==================== design 1
**config.mk**
```make
export PLATFORM = sky130hd
export DESIGN_NAME = bram_boot_ctrl
export DESIGN_NICKNAME = d
export VERILOG_FILES = /design/src/rtl/bram_boot_ctrl.sv
export SDC_FILE = /design/constraint.sdc
export NUM_CORES = 1
export LEC_CHECK = 0
export CORE_ASPECT_RATIO = 0.7
export CORE_MARGIN = 2
export CORE_UTILIZATION = 48
export CTS_CLUSTER_DIAMETER = 50
export DETAILED_ROUTE_END_ITERATION = 12
export PLACE_DENSITY_LB_ADDON = 0.12
export SLEW_MARGIN = 20
export SYNTH_ARGS = -nofsm -noshare
export SYNTH_HDL_FRONTEND = slang
export SYNTH_SLANG_ARGS = --single-unit
```
**constraint.sdc**
```tcl
create_clock -name clk -period 7.2 [get_ports clk]
set_input_delay 1.8 -clock clk [delete_from_list [all_inputs] [get_ports clk]]
set_output_delay 1.8 -clock clk [all_outputs]
set_load 0.05 [all_outputs]
```
**src/rtl/bram_boot_ctrl.sv**
```systemverilog
// Boot sequencer: streams words into the data BRAM, then the instruction BRAM, then hands the data port to the CPU.
// Optional BOOT_CHECKSUM_EN adds a trailing checksum word with CHECK/ERROR states.
module bram_boot_ctrl #(
    parameter int ADDR_WIDTH = 12,
    parameter int DATA_WIDTH = 32
) (
    input  logic                  clk,
    input  logic                  rst,
    input  logic                  start,
    input  logic [ADDR_WIDTH-3:0] d_count,
    input  logic [ADDR_WIDTH-3:0] i_count,
    input  logic                  s_valid,
    input  logic [DATA_WIDTH-1:0] s_data,
    output logic                  s_ready,
    input  logic [ADDR_WIDTH-1:0] cpu_w_addr,
    input  logic [DATA_WIDTH-1:0] cpu_w_dat,
    input  logic                  cpu_w_enb,
    input  logic [3:0]            cpu_byte_enb,
    output logic [ADDR_WIDTH-1:0] i_w_addr,
    output logic [DATA_WIDTH-1:0] i_w_dat,
    output logic                  i_w_enb,
    output logic [3:0]            i_w_byte_enb,
    output logic [ADDR_WIDTH-1:0] d_w_addr,
    output logic [DATA_WIDTH-1:0] d_w_dat,
    output logic                  d_w_enb,
    output logic [3:0]            d_w_byte_enb,
    output logic                  pc_stall,
    output logic                  i_r_enb,
    output logic                  rd_enbl,
    output logic                  init_done,
    output logic                  busy,
    output logic                  err
);
    localparam int IW = ADDR_WIDTH - 2;

    typedef enum logic [2:0] {
        IDLE   = 3'd0,
        LOAD_D = 3'd1,
        LOAD_I = 3'd2,
        RUN    = 3'd3
`ifdef BOOT_CHECKSUM_EN
        , CHECK = 3'd4,
        ERROR  = 3'd5
`endif
    } state_t;

    state_t                state, next_state, start_target, post_load;
    logic                  drain, drain_set;
    logic [IW-1:0]         idx, d_cnt, i_cnt;
    logic                  d_ld_enb, i_ld_enb;
    logic [ADDR_WIDTH-1:0] d_ld_addr, i_ld_addr;
    logic [DATA_WIDTH-1:0] d_ld_dat, i_ld_dat;
    logic                  ready, hs, last, load_done, take_start;
`ifdef BOOT_CHECKSUM_EN
    logic [DATA_WIDTH-1:0] sum;
`endif

    // Handshake: a word transfers on any edge where s_valid and s_ready are both high.
    always_comb begin
`ifdef BOOT_CHECKSUM_EN
        post_load = CHECK;
        ready     = ((state == LOAD_D || state == LOAD_I) && !drain) || state == CHECK;
`else
        post_load = RUN;
        ready     = (state == LOAD_D || state == LOAD_I) && !drain;
`endif
        if (d_count != '0)      start_target = LOAD_D;
        else if (i_count != '0) start_target = LOAD_I;
        else                    start_target = post_load;
        hs        = s_valid && ready;
        last      = (state == LOAD_D) ? (IW'(idx + 1'b1) == d_cnt) : (IW'(idx + 1'b1) == i_cnt);
        load_done = hs && last && (state == LOAD_I || (state == LOAD_D && i_cnt == '0));
    end

    always_comb begin
        next_state = state;
        drain_set  = 1'b0;
        take_start = 1'b0;
        case (state)
            IDLE, RUN: begin
                if (start) begin
                    take_start = 1'b1;
                    next_state = start_target;
                end
            end
            LOAD_D, LOAD_I: begin
                // Without a checksum, hold one cycle after the last word so its strobe lands before RUN.
                if (drain) begin
                    next_state = RUN;
                end else if (load_done) begin
`ifdef BOOT_CHECKSUM_EN
                    next_state = CHECK;
`else
                    drain_set  = 1'b1;
`endif
                end else if (hs && last) begin
                    next_state = LOAD_I;
                end
            end
`ifdef BOOT_CHECKSUM_EN
            CHECK: begin
                if (hs) next_state = (s_data == sum) ? RUN : ERROR;
            end
            ERROR: begin
                if (start) begin
                    take_start = 1'b1;
                    next_state = start_target;
                end
            end
`endif
            default: next_state = IDLE;
        endcase
    end

    always_ff @(posedge clk) begin
        if (rst) begin
            state     <= IDLE;
            drain     <= 1'b0;
            idx       <= '0;
            d_cnt     <= '0;
            i_cnt     <= '0;
            d_ld_enb  <= 1'b0;
            i_ld_enb  <= 1'b0;
            d_ld_addr <= '0;
            i_ld_addr <= '0;
            d_ld_dat  <= '0;
            i_ld_dat  <= '0;
`ifdef BOOT_CHECKSUM_EN
            sum       <= '0;
`endif
        end else begin
            state    <= next_state;
            drain    <= drain_set;
            d_ld_enb <= 1'b0;
            i_ld_enb <= 1'b0;
            if (take_start) begin
                d_cnt <= d_count;
                i_cnt <= i_count;
                idx   <= '0;
`ifdef BOOT_CHECKSUM_EN
                sum   <= '0;
`endif
            end
            if (hs && (state == LOAD_D || state == LOAD_I)) begin
                idx <= last ? '0 : idx + 1'b1;
`ifdef BOOT_CHECKSUM_EN
                sum <= sum + s_data;
`endif
            end
            if (hs && state == LOAD_D) begin
                d_ld_enb  <= 1'b1;
                d_ld_addr <= {idx, 2'b00};
                d_ld_dat  <= s_data;
            end
            if (hs && state == LOAD_I) begin
                i_ld_enb  <= 1'b1;
                i_ld_addr <= {idx, 2'b00};
                i_ld_dat  <= s_data;
            end
        end
    end

    always_comb begin
        if (state == RUN) begin
            d_w_addr     = cpu_w_addr;
            d_w_dat      = cpu_w_dat;
            d_w_enb      = cpu_w_enb;
            d_w_byte_enb = cpu_byte_enb;
        end else begin
            d_w_addr     = d_ld_addr;
            d_w_dat      = d_ld_dat;
            d_w_enb      = d_ld_enb;
            d_w_byte_enb = {4{d_ld_enb}};
        end
        i_w_addr     = i_ld_addr;
        i_w_dat      = i_ld_dat;
        i_w_enb      = i_ld_enb && (state != RUN);
        i_w_byte_enb = {4{i_w_enb}};
    end

    assign s_ready   = ready;
    assign pc_stall  = (state != RUN);
    assign i_r_enb   = (state == RUN);
    assign rd_enbl   = (state == RUN);
    assign init_done = (state == RUN);
    assign busy      = (state == LOAD_D) || (state == LOAD_I);
`ifdef BOOT_CHECKSUM_EN
    assign err       = (state == ERROR);
`else
    assign err       = 1'b0;
`endif
endmodule
```
==================== design 2
`config.mk`:
```
export PLATFORM = sky130hd
export DESIGN_NAME = mc_control_fsm_flat
export DESIGN_NICKNAME = d
export VERILOG_FILES = /design/src/rtl/mc_control_fsm_pkg.sv /design/src/rtl/mc_control_fsm_if.sv /design/src/rtl/mc_control_fsm_wait_timer.sv /design/src/rtl/mc_control_fsm.sv /design/src/flat_wrapper.sv
export SDC_FILE = /design/constraint.sdc
export NUM_CORES = 1
export LEC_CHECK = 0
export CORE_ASPECT_RATIO = 0.9
export CORE_MARGIN = 2
export CORE_UTILIZATION = 51
export CTS_BUF_LIST = sky130_fd_sc_hd__clkbuf_4 sky130_fd_sc_hd__clkbuf_8 sky130_fd_sc_hd__clkbuf_16
export DETAILED_ROUTE_END_ITERATION = 10
export PLACE_DENSITY = 0.79
export SETUP_SLACK_MARGIN = 0.1
export SYNTH_ARGS = -nofsm -noshare
export SYNTH_HDL_FRONTEND = slang
export SYNTH_SLANG_ARGS = --single-unit
```
`constraint.sdc`:
```
create_clock -name clk -period 2.1 [get_ports clk]
set_clock_uncertainty 0.05 [all_clocks]
set_input_delay 0.42 -clock clk [delete_from_list [all_inputs] [get_ports clk]]
set_output_delay 0.42 -clock clk [all_outputs]
set_load 0.01 [all_outputs]
```
`src/rtl/mc_control_fsm_pkg.sv`:
```
// Shared types and encodings for the multicycle RV32I-subset control unit.
package mc_ctrl_pkg;

  typedef enum logic [3:0] {
    S_RST, S_FETCH, S_DECODE, S_EXEC_R, S_EXEC_I, S_ALU_WB, S_MEM_ADDR, S_MEM_RD,
    S_MEM_WB, S_MEM_WR, S_BRANCH, S_JAL, S_JALR_ADDR, S_JALR_WB, S_LUI, S_TRAP
  } state_t;

  localparam logic [6:0] OP_R      = 7'b0110011;
  localparam logic [6:0] OP_I      = 7'b0010011;
  localparam logic [6:0] OP_LOAD   = 7'b0000011;
  localparam logic [6:0] OP_STORE  = 7'b0100011;
  localparam logic [6:0] OP_BRANCH = 7'b1100011;
  localparam logic [6:0] OP_JAL    = 7'b1101111;
  localparam logic [6:0] OP_JALR   = 7'b1100111;
  localparam logic [6:0] OP_LUI    = 7'b0110111;

  localparam logic [1:0] SRCA_PC    = 2'b00;
  localparam logic [1:0] SRCA_OLDPC = 2'b01;
  localparam logic [1:0] SRCA_RS1   = 2'b10;
  localparam logic [1:0] SRCA_ZERO  = 2'b11;

  localparam logic [1:0] SRCB_RS2   = 2'b00;
  localparam logic [1:0] SRCB_IMM   = 2'b01;
  localparam logic [1:0] SRCB_FOUR  = 2'b10;

  localparam logic [1:0] RES_ALUOUT = 2'b00;
  localparam logic [1:0] RES_MDR    = 2'b01;
  localparam logic [1:0] RES_ALU    = 2'b10;

  localparam logic PC_ALU    = 1'b0;
  localparam logic PC_ALUOUT = 1'b1;

  localparam logic [3:0] ALU_ADD = 4'b0000;

  // Same ALU operation encoding as the single-cycle control path.
  function automatic logic [3:0] alu_op_of(input logic [6:0] op);
    return {op[6:4], op[2]};
  endfunction

endpackage

```
`src/rtl/mc_control_fsm_if.sv`:
```
// Memory request/ready handshake between the control FSM and the memory.
interface mc_control_fsm_if;
  logic mem_req;
  logic mem_we;
  logic mem_ready;

  modport master (output mem_req, output mem_we, input mem_ready);
  modport slave  (input mem_req, input mem_we, output mem_ready);
endinterface

```
`src/rtl/mc_control_fsm_wait_timer.sv`:
```
// Memory wait-state timeout counter; expired is tied low when MEM_TIMEOUT is 0.
module mc_wait_timer #(
  parameter int MEM_TIMEOUT = 16
) (
  input  logic clk,
  input  logic rst_n,
  input  logic clear,
  input  logic enable,
  output logic expired
);

  generate
    if (MEM_TIMEOUT == 0) begin : g_off
      assign expired = 1'b0;
    end else begin : g_on
      localparam int CW = (MEM_TIMEOUT > 1) ? $clog2(MEM_TIMEOUT) : 1;
      localparam logic [CW-1:0] LAST = CW'(MEM_TIMEOUT - 1);
      logic [CW-1:0] cnt_r;

      // Count stalled cycles, saturating at the last allowed value
      always_ff @(posedge clk or negedge rst_n) begin
        if (!rst_n) begin
          cnt_r <= '0;
        end else if (clear) begin
          cnt_r <= '0;
        end else if (enable && (cnt_r != LAST)) begin
          cnt_r <= cnt_r + CW'(1);
        end else begin
          cnt_r <= cnt_r;
        end
      end

      assign expired = (cnt_r == LAST);
    end
  endgenerate

endmodule

```
`src/rtl/mc_control_fsm.sv`:
```
// Moore control FSM for the multicycle RV32I-subset datapath.
// Optional feature: define MC_TRAP_EN to trap unknown opcodes (illegal_instr).
module mc_control_fsm
  import mc_ctrl_pkg::*;
#(
  parameter int MEM_TIMEOUT = 16
) (
  input  logic              clk,
  input  logic              rst_n,
  input  logic [6:0]        opcode,
  input  logic              zero,
  mc_control_fsm_if.master  bus,
  output logic              addr_src,
  output logic              ir_write,
  output logic              pc_write,
  output logic              reg_write,
  output logic              pc_src,
  output logic [1:0]        alu_src_a,
  output logic [1:0]        alu_src_b,
  output logic [1:0]        result_src,
  output logic [3:0]        alu_op,
  output logic              instr_done,
  output logic              bus_err
`ifdef MC_TRAP_EN
  ,
  output logic              illegal_instr
`endif
);

  state_t     state_r, state_nx_s;
  logic       wait_s, timeout_s, expired_s, clear_s, enable_s;
  logic       mem_req_r, mem_we_r, addr_src_r, pc_src_r, reg_write_r, pc_write_r;
  logic       done_r, fetch_r, branch_r, memwr_r;
  logic [1:0] src_a_r, src_b_r, result_r;
  logic [3:0] alu_op_r;

  assign wait_s    = (state_r == S_FETCH) || (state_r == S_MEM_RD) || (state_r == S_MEM_WR);
  assign enable_s  = wait_s && !bus.mem_ready;
  assign timeout_s = enable_s && expired_s;
  // A timeout back into FETCH does not change state but must still restart the count.
  assign clear_s   = (state_nx_s != state_r) || timeout_s;

  mc_wait_timer #(.MEM_TIMEOUT(MEM_TIMEOUT)) u_timer (
    .clk     (clk),
    .rst_n   (rst_n),
    .clear   (clear_s),
    .enable  (enable_s),
    .expired (expired_s)
  );

  // Next-state selection
  always_comb begin
    state_nx_s = state_r;
    case (state_r)
      S_RST:      state_nx_s = S_FETCH;
      S_FETCH:    if (bus.mem_ready) state_nx_s = S_DECODE; else state_nx_s = S_FETCH;
      S_DECODE: begin
        case (opcode)
          OP_R:                state_nx_s = S_EXEC_R;
          OP_I:                state_nx_s = S_EXEC_I;
          OP_LOAD, OP_STORE:   state_nx_s = S_MEM_ADDR;
          OP_BRANCH:           state_nx_s = S_BRANCH;
          OP_JAL:              state_nx_s = S_JAL;
          OP_JALR:             state_nx_s = S_JALR_ADDR;
          OP_LUI:              state_nx_s = S_LUI;
          default: begin
`ifdef MC_TRAP_EN
            state_nx_s = S_TRAP;
`else
            state_nx_s = S_FETCH;
`endif
          end
        endcase
      end
      S_EXEC_R, S_EXEC_I: state_nx_s = S_ALU_WB;
      S_MEM_ADDR: if (opcode == OP_LOAD) state_nx_s = S_MEM_RD; else state_nx_s = S_MEM_WR;
      S_MEM_RD: begin
        if (bus.mem_ready)  state_nx_s = S_MEM_WB;
        else if (timeout_s) state_nx_s = S_FETCH;
        else                state_nx_s = S_MEM_RD;
      end
      S_MEM_WR:   if (bus.mem_ready || timeout_s) state_nx_s = S_FETCH; else state_nx_s = S_MEM_WR;
      S_JALR_ADDR: state_nx_s = S_JALR_WB;
      S_ALU_WB, S_MEM_WB, S_BRANCH, S_JAL, S_JALR_WB, S_LUI: state_nx_s = S_FETCH;
      S_TRAP:     state_nx_s = S_TRAP;
      default:    state_nx_s = S_RST;
    endcase
  end

  // State register plus registered Moore outputs decoded from the state being entered
  always_ff @(posedge clk or negedge rst_n) begin
    if (!rst_n) begin
      state_r     <= S_RST;
      mem_req_r   <= 1'b0;
      mem_we_r    <= 1'b0;
      addr_src_r  <= 1'b0;
      pc_src_r    <= PC_ALU;
      reg_write_r <= 1'b0;
      pc_write_r  <= 1'b0;
      done_r      <= 1'b0;
      fetch_r     <= 1'b0;
      branch_r    <= 1'b0;
      memwr_r     <= 1'b0;
      src_a_r     <= SRCA_PC;
      src_b_r     <= SRCB_RS2;
      result_r    <= RES_ALUOUT;
      alu_op_r    <= ALU_ADD;
    end else begin
      state_r     <= state_nx_s;
      mem_req_r   <= 1'b0;
      mem_we_r    <= 1'b0;
      addr_src_r  <= 1'b0;
      pc_src_r    <= PC_ALU;
      reg_write_r <= 1'b0;
      pc_write_r  <= 1'b0;
      done_r      <= 1'b0;
      fetch_r     <= 1'b0;
      branch_r    <= 1'b0;
      memwr_r     <= 1'b0;
      src_a_r     <= SRCA_PC;
      src_b_r     <= SRCB_RS2;
      result_r    <= RES_ALUOUT;
      alu_op_r    <= ALU_ADD;
      case (state_nx_s)
        S_FETCH: begin
          mem_req_r <= 1'b1;
          fetch_r   <= 1'b1;
          src_b_r   <= SRCB_FOUR;
        end
        S_DECODE: begin
          src_a_r <= SRCA_OLDPC;
          src_b_r <= SRCB_IMM;
        end
        S_EXEC_R: begin
          src_a_r  <= SRCA_RS1;
          alu_op_r <= alu_op_of(opcode);
        end
        S_EXEC_I: begin
          src_a_r  <= SRCA_RS1;
          src_b_r  <= SRCB_IMM;
          alu_op_r <= alu_op_of(opcode);
        end
        S_MEM_ADDR, S_JALR_ADDR: begin
          src_a_r <= SRCA_RS1;
          src_b_r <= SRCB_IMM;
        end
        S_ALU_WB: begin
          reg_write_r <= 1'b1;
          done_r      <= 1'b1;
        end
        S_MEM_RD: begin
          mem_req_r  <= 1'b1;
          addr_src_r <= 1'b1;
        end
        S_MEM_WB: begin
          reg_write_r <= 1'b1;
          result_r    <= RES_MDR;
          done_r      <= 1'b1;
        end
        S_MEM_WR: begin
          mem_req_r  <= 1'b1;
          mem_we_r   <= 1'b1;
          addr_src_r <= 1'b1;
          memwr_r    <= 1'b1;
        end
        S_BRANCH: begin
          src_a_r  <= SRCA_RS1;
          alu_op_r <= alu_op_of(opcode);
          pc_src_r <= PC_ALUOUT;
          branch_r <= 1'b1;
          done_r   <= 1'b1;
        end
        S_JAL, S_JALR_WB: begin
          src_a_r     <= SRCA_OLDPC;
          src_b_r     <= SRCB_FOUR;
          result_r    <= RES_ALU;
          reg_write_r <= 1'b1;
          pc_src_r    <= PC_ALUOUT;
          pc_write_r  <= 1'b1;
          done_r      <= 1'b1;
        end
        S_LUI: begin
          src_a_r     <= SRCA_ZERO;
          src_b_r     <= SRCB_IMM;
          result_r    <= RES_ALU;
          reg_write_r <= 1'b1;
          done_r      <= 1'b1;
        end
        default: ;
      endcase
    end
  end

`ifdef MC_TRAP_EN
  logic illegal_r;

  // Sticky trap flag, cleared only by reset
  always_ff @(posedge clk or negedge rst_n) begin
    if (!rst_n) begin
      illegal_r <= 1'b0;
    end else begin
      illegal_r <= illegal_r || (state_nx_s == S_TRAP);
    end
  end

  assign illegal_instr = illegal_r;
  assign instr_done    = done_r || (memwr_r && bus.mem_ready);
`else
  logic decode_r;
  logic known_s;

  // Tracks DECODE so an unknown opcode can retire there as a NOP
  always_ff @(posedge clk or negedge rst_n) begin
    if (!rst_n) begin
      decode_r <= 1'b0;
    end else begin
      decode_r <= (state_nx_s == S_DECODE);
    end
  end

  // Opcode recognition for the NOP retirement path
  always_comb begin
    case (opcode)
      OP_R, OP_I, OP_LOAD, OP_STORE, OP_BRANCH, OP_JAL, OP_JALR, OP_LUI: known_s = 1'b1;
      default: known_s = 1'b0;
    endcase
  end

  assign instr_done = done_r || (memwr_r && bus.mem_ready) || (decode_r && !known_s);
`endif

  assign bus.mem_req = mem_req_r;
  assign bus.mem_we  = mem_we_r;
  assign addr_src    = addr_src_r;
  assign pc_src      = pc_src_r;
  assign reg_write   = reg_write_r;
  assign alu_src_a   = src_a_r;
  assign alu_src_b   = src_b_r;
  assign result_src  = result_r;
  assign alu_op      = alu_op_r;
  assign ir_write    = fetch_r && bus.mem_ready;
  assign pc_write    = pc_write_r || (fetch_r && bus.mem_ready) || (branch_r && !zero);
  assign bus_err     = timeout_s;

endmodule

```
`src/flat_wrapper.sv`:
```
// flat-port wrapper written by rule: the top's interface ports become plain ports
module mc_control_fsm_flat import mc_ctrl_pkg::*;
#(
  parameter int MEM_TIMEOUT = 16
)
  (clk, rst_n, opcode, zero, addr_src, ir_write, pc_write, reg_write, pc_src, alu_src_a, alu_src_b, result_src, alu_op, instr_done, bus_err, bus_mem_req, bus_mem_we, bus_mem_ready);
  mc_control_fsm_if bus_i ();
  input  logic clk;
  input  logic rst_n;
  input  logic [6:0] opcode;
  input  logic zero;
  output logic addr_src;
  output logic ir_write;
  output logic pc_write;
  output logic reg_write;
  output logic pc_src;
  output logic [1:0] alu_src_a;
  output logic [1:0] alu_src_b;
  output logic [1:0] result_src;
  output logic [3:0] alu_op;
  output logic instr_done;
  output logic bus_err;
  output wire logic [$bits(bus_i.mem_req)-1:0] bus_mem_req;
  output wire logic [$bits(bus_i.mem_we)-1:0] bus_mem_we;
  input wire logic [$bits(bus_i.mem_ready)-1:0] bus_mem_ready;
  assign bus_mem_req = bus_i.mem_req;
  assign bus_mem_we = bus_i.mem_we;
  assign bus_i.mem_ready = bus_mem_ready;
  mc_control_fsm #(.MEM_TIMEOUT(MEM_TIMEOUT)) u_core (.clk(clk), .rst_n(rst_n), .opcode(opcode), .zero(zero), .bus(bus_i), .addr_src(addr_src), .ir_write(ir_write), .pc_write(pc_write), .reg_write(reg_write), .pc_src(pc_src), .alu_src_a(alu_src_a), .alu_src_b(alu_src_b), .result_src(result_src), .alu_op(alu_op), .instr_done(instr_done), .bus_err(bus_err));
endmodule
```
Design 1, placed cells, one colour a class:
Fill, decap, tap and diode cells in grey.
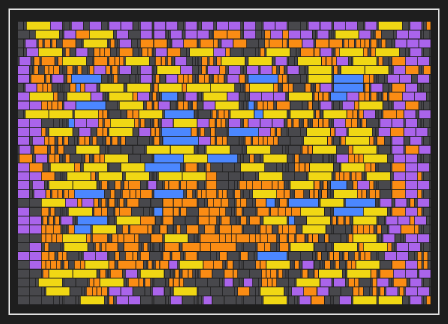
- clock drivers and dummy loads: blue (cells 30; share of their area 7.4%)
- other buffers and delay cells: purple (cells 210; share of their area 27%)
- flops: yellow (cells 119; share of their area 30%)
- all other logic: orange (cells 505; share of their area 36%)

==> results.py, design 1 <==
# Flow results
metrics = {
    "status": {
        "status": "finished, final reports clean",
    },
    "timing": {
        "setup_viol": 0,
        "period_used_pct": 70.0,
        "hold-worst-slack_ns": 0.454,
        "slew_headroom_pct": 40.8,
        "rsz0062_at_grt": "false",
        "fin_setup_tns_ns": 0,
        "clock.fmax_ghz": 0.198,
    },
    "layout": {
        "fin_cells": 1017,
        "flops": 119,
        "post-route-util_pct": 72.8,
        "layout.nets": 962,
        "logic_area_um2": 2780,
        "syn2layout_area_growth_pct": 47.3,
        "fillers": 844,
        "comb.multi_input.count": 500,
    },
    "global_route": {
        "met2_usage_pct": 45.4,
        "grt_pass1_vias": 5199,
    },
    "logic_synthesis": {
        "ys_cells": 683,
        "synth-edff-count": 0,
        "top_cells_by_count": "229 x nand2_1, 119 x dfxtp_1, 112 x a21oi_1, 43 x clkbuf_1, 43 x mux2_2",
        "synth_area_um2": 5460,
        "ff_type": "dfxtp_1",
    },
    "clock_network": {
        "root_buffer": "clkbuf_16",
        "cts_setup_buffers": 0,
    },
    "placement": {
        "place_area_um2": 7460,
    },
    "setup_path": {
        "cp.required_ns": 5.40,
    },
    "min_path": {
        "min_to": "i_w_dat[8]",
    },
}
-- design 1: power breakdown --
| part | total, W | internal [W] | switching (W) |
|---|---|---|---|
| registers | 0.000743 | 0.000707 | 0.0000359 |
| clock network | 0.000821 | 0.000540 | 0.000281 |
| logic | 0.000687 | 0.000255 | 0.000432 |
-- design 1: logic make-up (layout without fill, tap and decap cells) --
family          after synthesis  count (layout)  synth area share, %
compound gates              132             132                 13.4
xor+xnor                     13              13                 2.22
fa+ha+maj                     4               4                0.917
buf+inv                      66             245                 5.68
flops                       119             119                 43.6
mux                          54              54                 11.0
other cells                   1               3               0.0687
simple gates                294             294                 23.1
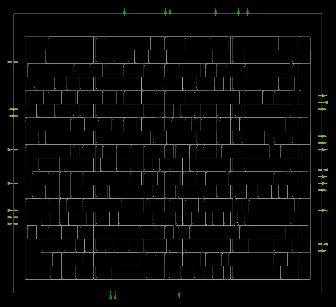
Design 2: cell placement
post-route insts no fill: 273
row count: 18

==> results.py, design 2 <==
# Flow results
metrics = {
    "route": {
        "routed-wl-met3_um": 341,
        "wl_met2_mm": 2.59,
        "wl_per_cell_um": 19.2,
        "drt_wl_total_mm": 5.24,
    },
    "status": {
        "violations": "setup timing",
        "status": "finished with violations",
    },
    "floorplanning": {
        "fp_util_pct": 55.1,
        "dieWidth_um": 62.1,
    },
    "logic_synthesis": {
        "ys_ff": 28,
        "synth-async-reset-ratio_pct": 100,
        "top_cell": "dfrtp_1",
        "synthCells": 161,
        "ys_cells": 161,
    },
    "run": {
        "warning_count": 29,
        "max-cap-violations": 0,
    },
    "layout": {
        "clock_buffers": 3,
        "syn2layout_area_growth_pct": 53.5,
    },
    "timing": {
        "fin_ws_ns": -0.0455,
        "setup_viol": 4,
        "rsz0062_at_grt": "true",
    },
    "global_route": {
        "track_usage_pct": 26.2,
        "antenna_found_initial": 0,
        "use_met3_pct": 4.81,
    },
    "power_and_ir_drop": {
        "pg_seq_w": 0.000777,
        "p_comb_w": 0.00190,
        "swShare_pct": 41.1,
    },
    "setup_path": {
        "cp_common_cell": "buf_6",
    },
}
[design 2: cells in the final DEF, fill, tap and decap left out, types with 3 or more instances in the layout]
master            n
buf_4            42
dfrtp_1          24
clkdlybuf4s50_1  18
nand2_1          11
nand3_1           8
nor2_1            7
o21ai_0           7
inv_1             6
a21oi_1           6
and2_1            5
nand2_2           5
dlygate4sd2_1     5
nor3_2            4
and3_1            4
buf_6             4
dfrtp_2           4
nor2b_1           3
a21oi_2           3
o21ai_1           3
o31ai_1           3
clkbuf_4          3
clkbuf_2          3


## Gallery

Signal metal coverage by tile.
(a)
Scale bar: 20 µm. The die is cut into 12 by 11 equal tiles; black is low, pale yellow is high, scaled to the fullest tile. Values are wire area over tile area, all layers added.
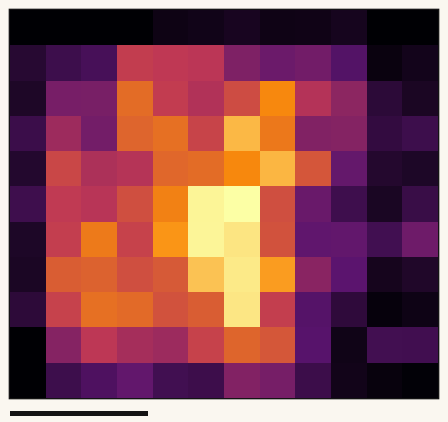
(b)
Scale bar: 50 µm. The die is cut into 26 by 19 equal tiles; black is low, pale yellow is high, scaled to the fullest tile. Values are wire area over tile area, all layers added.
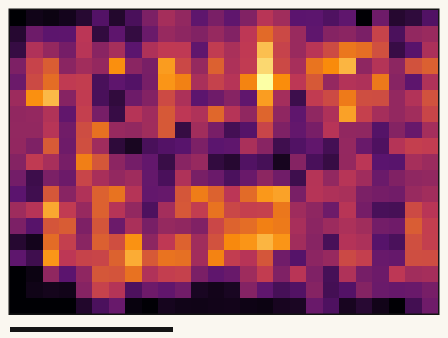
- largest die: (b)
(b) comes from design 1.
(a) comes from design 2.

Power figures rest on the tool's default switching activity, not on a simulated workload.
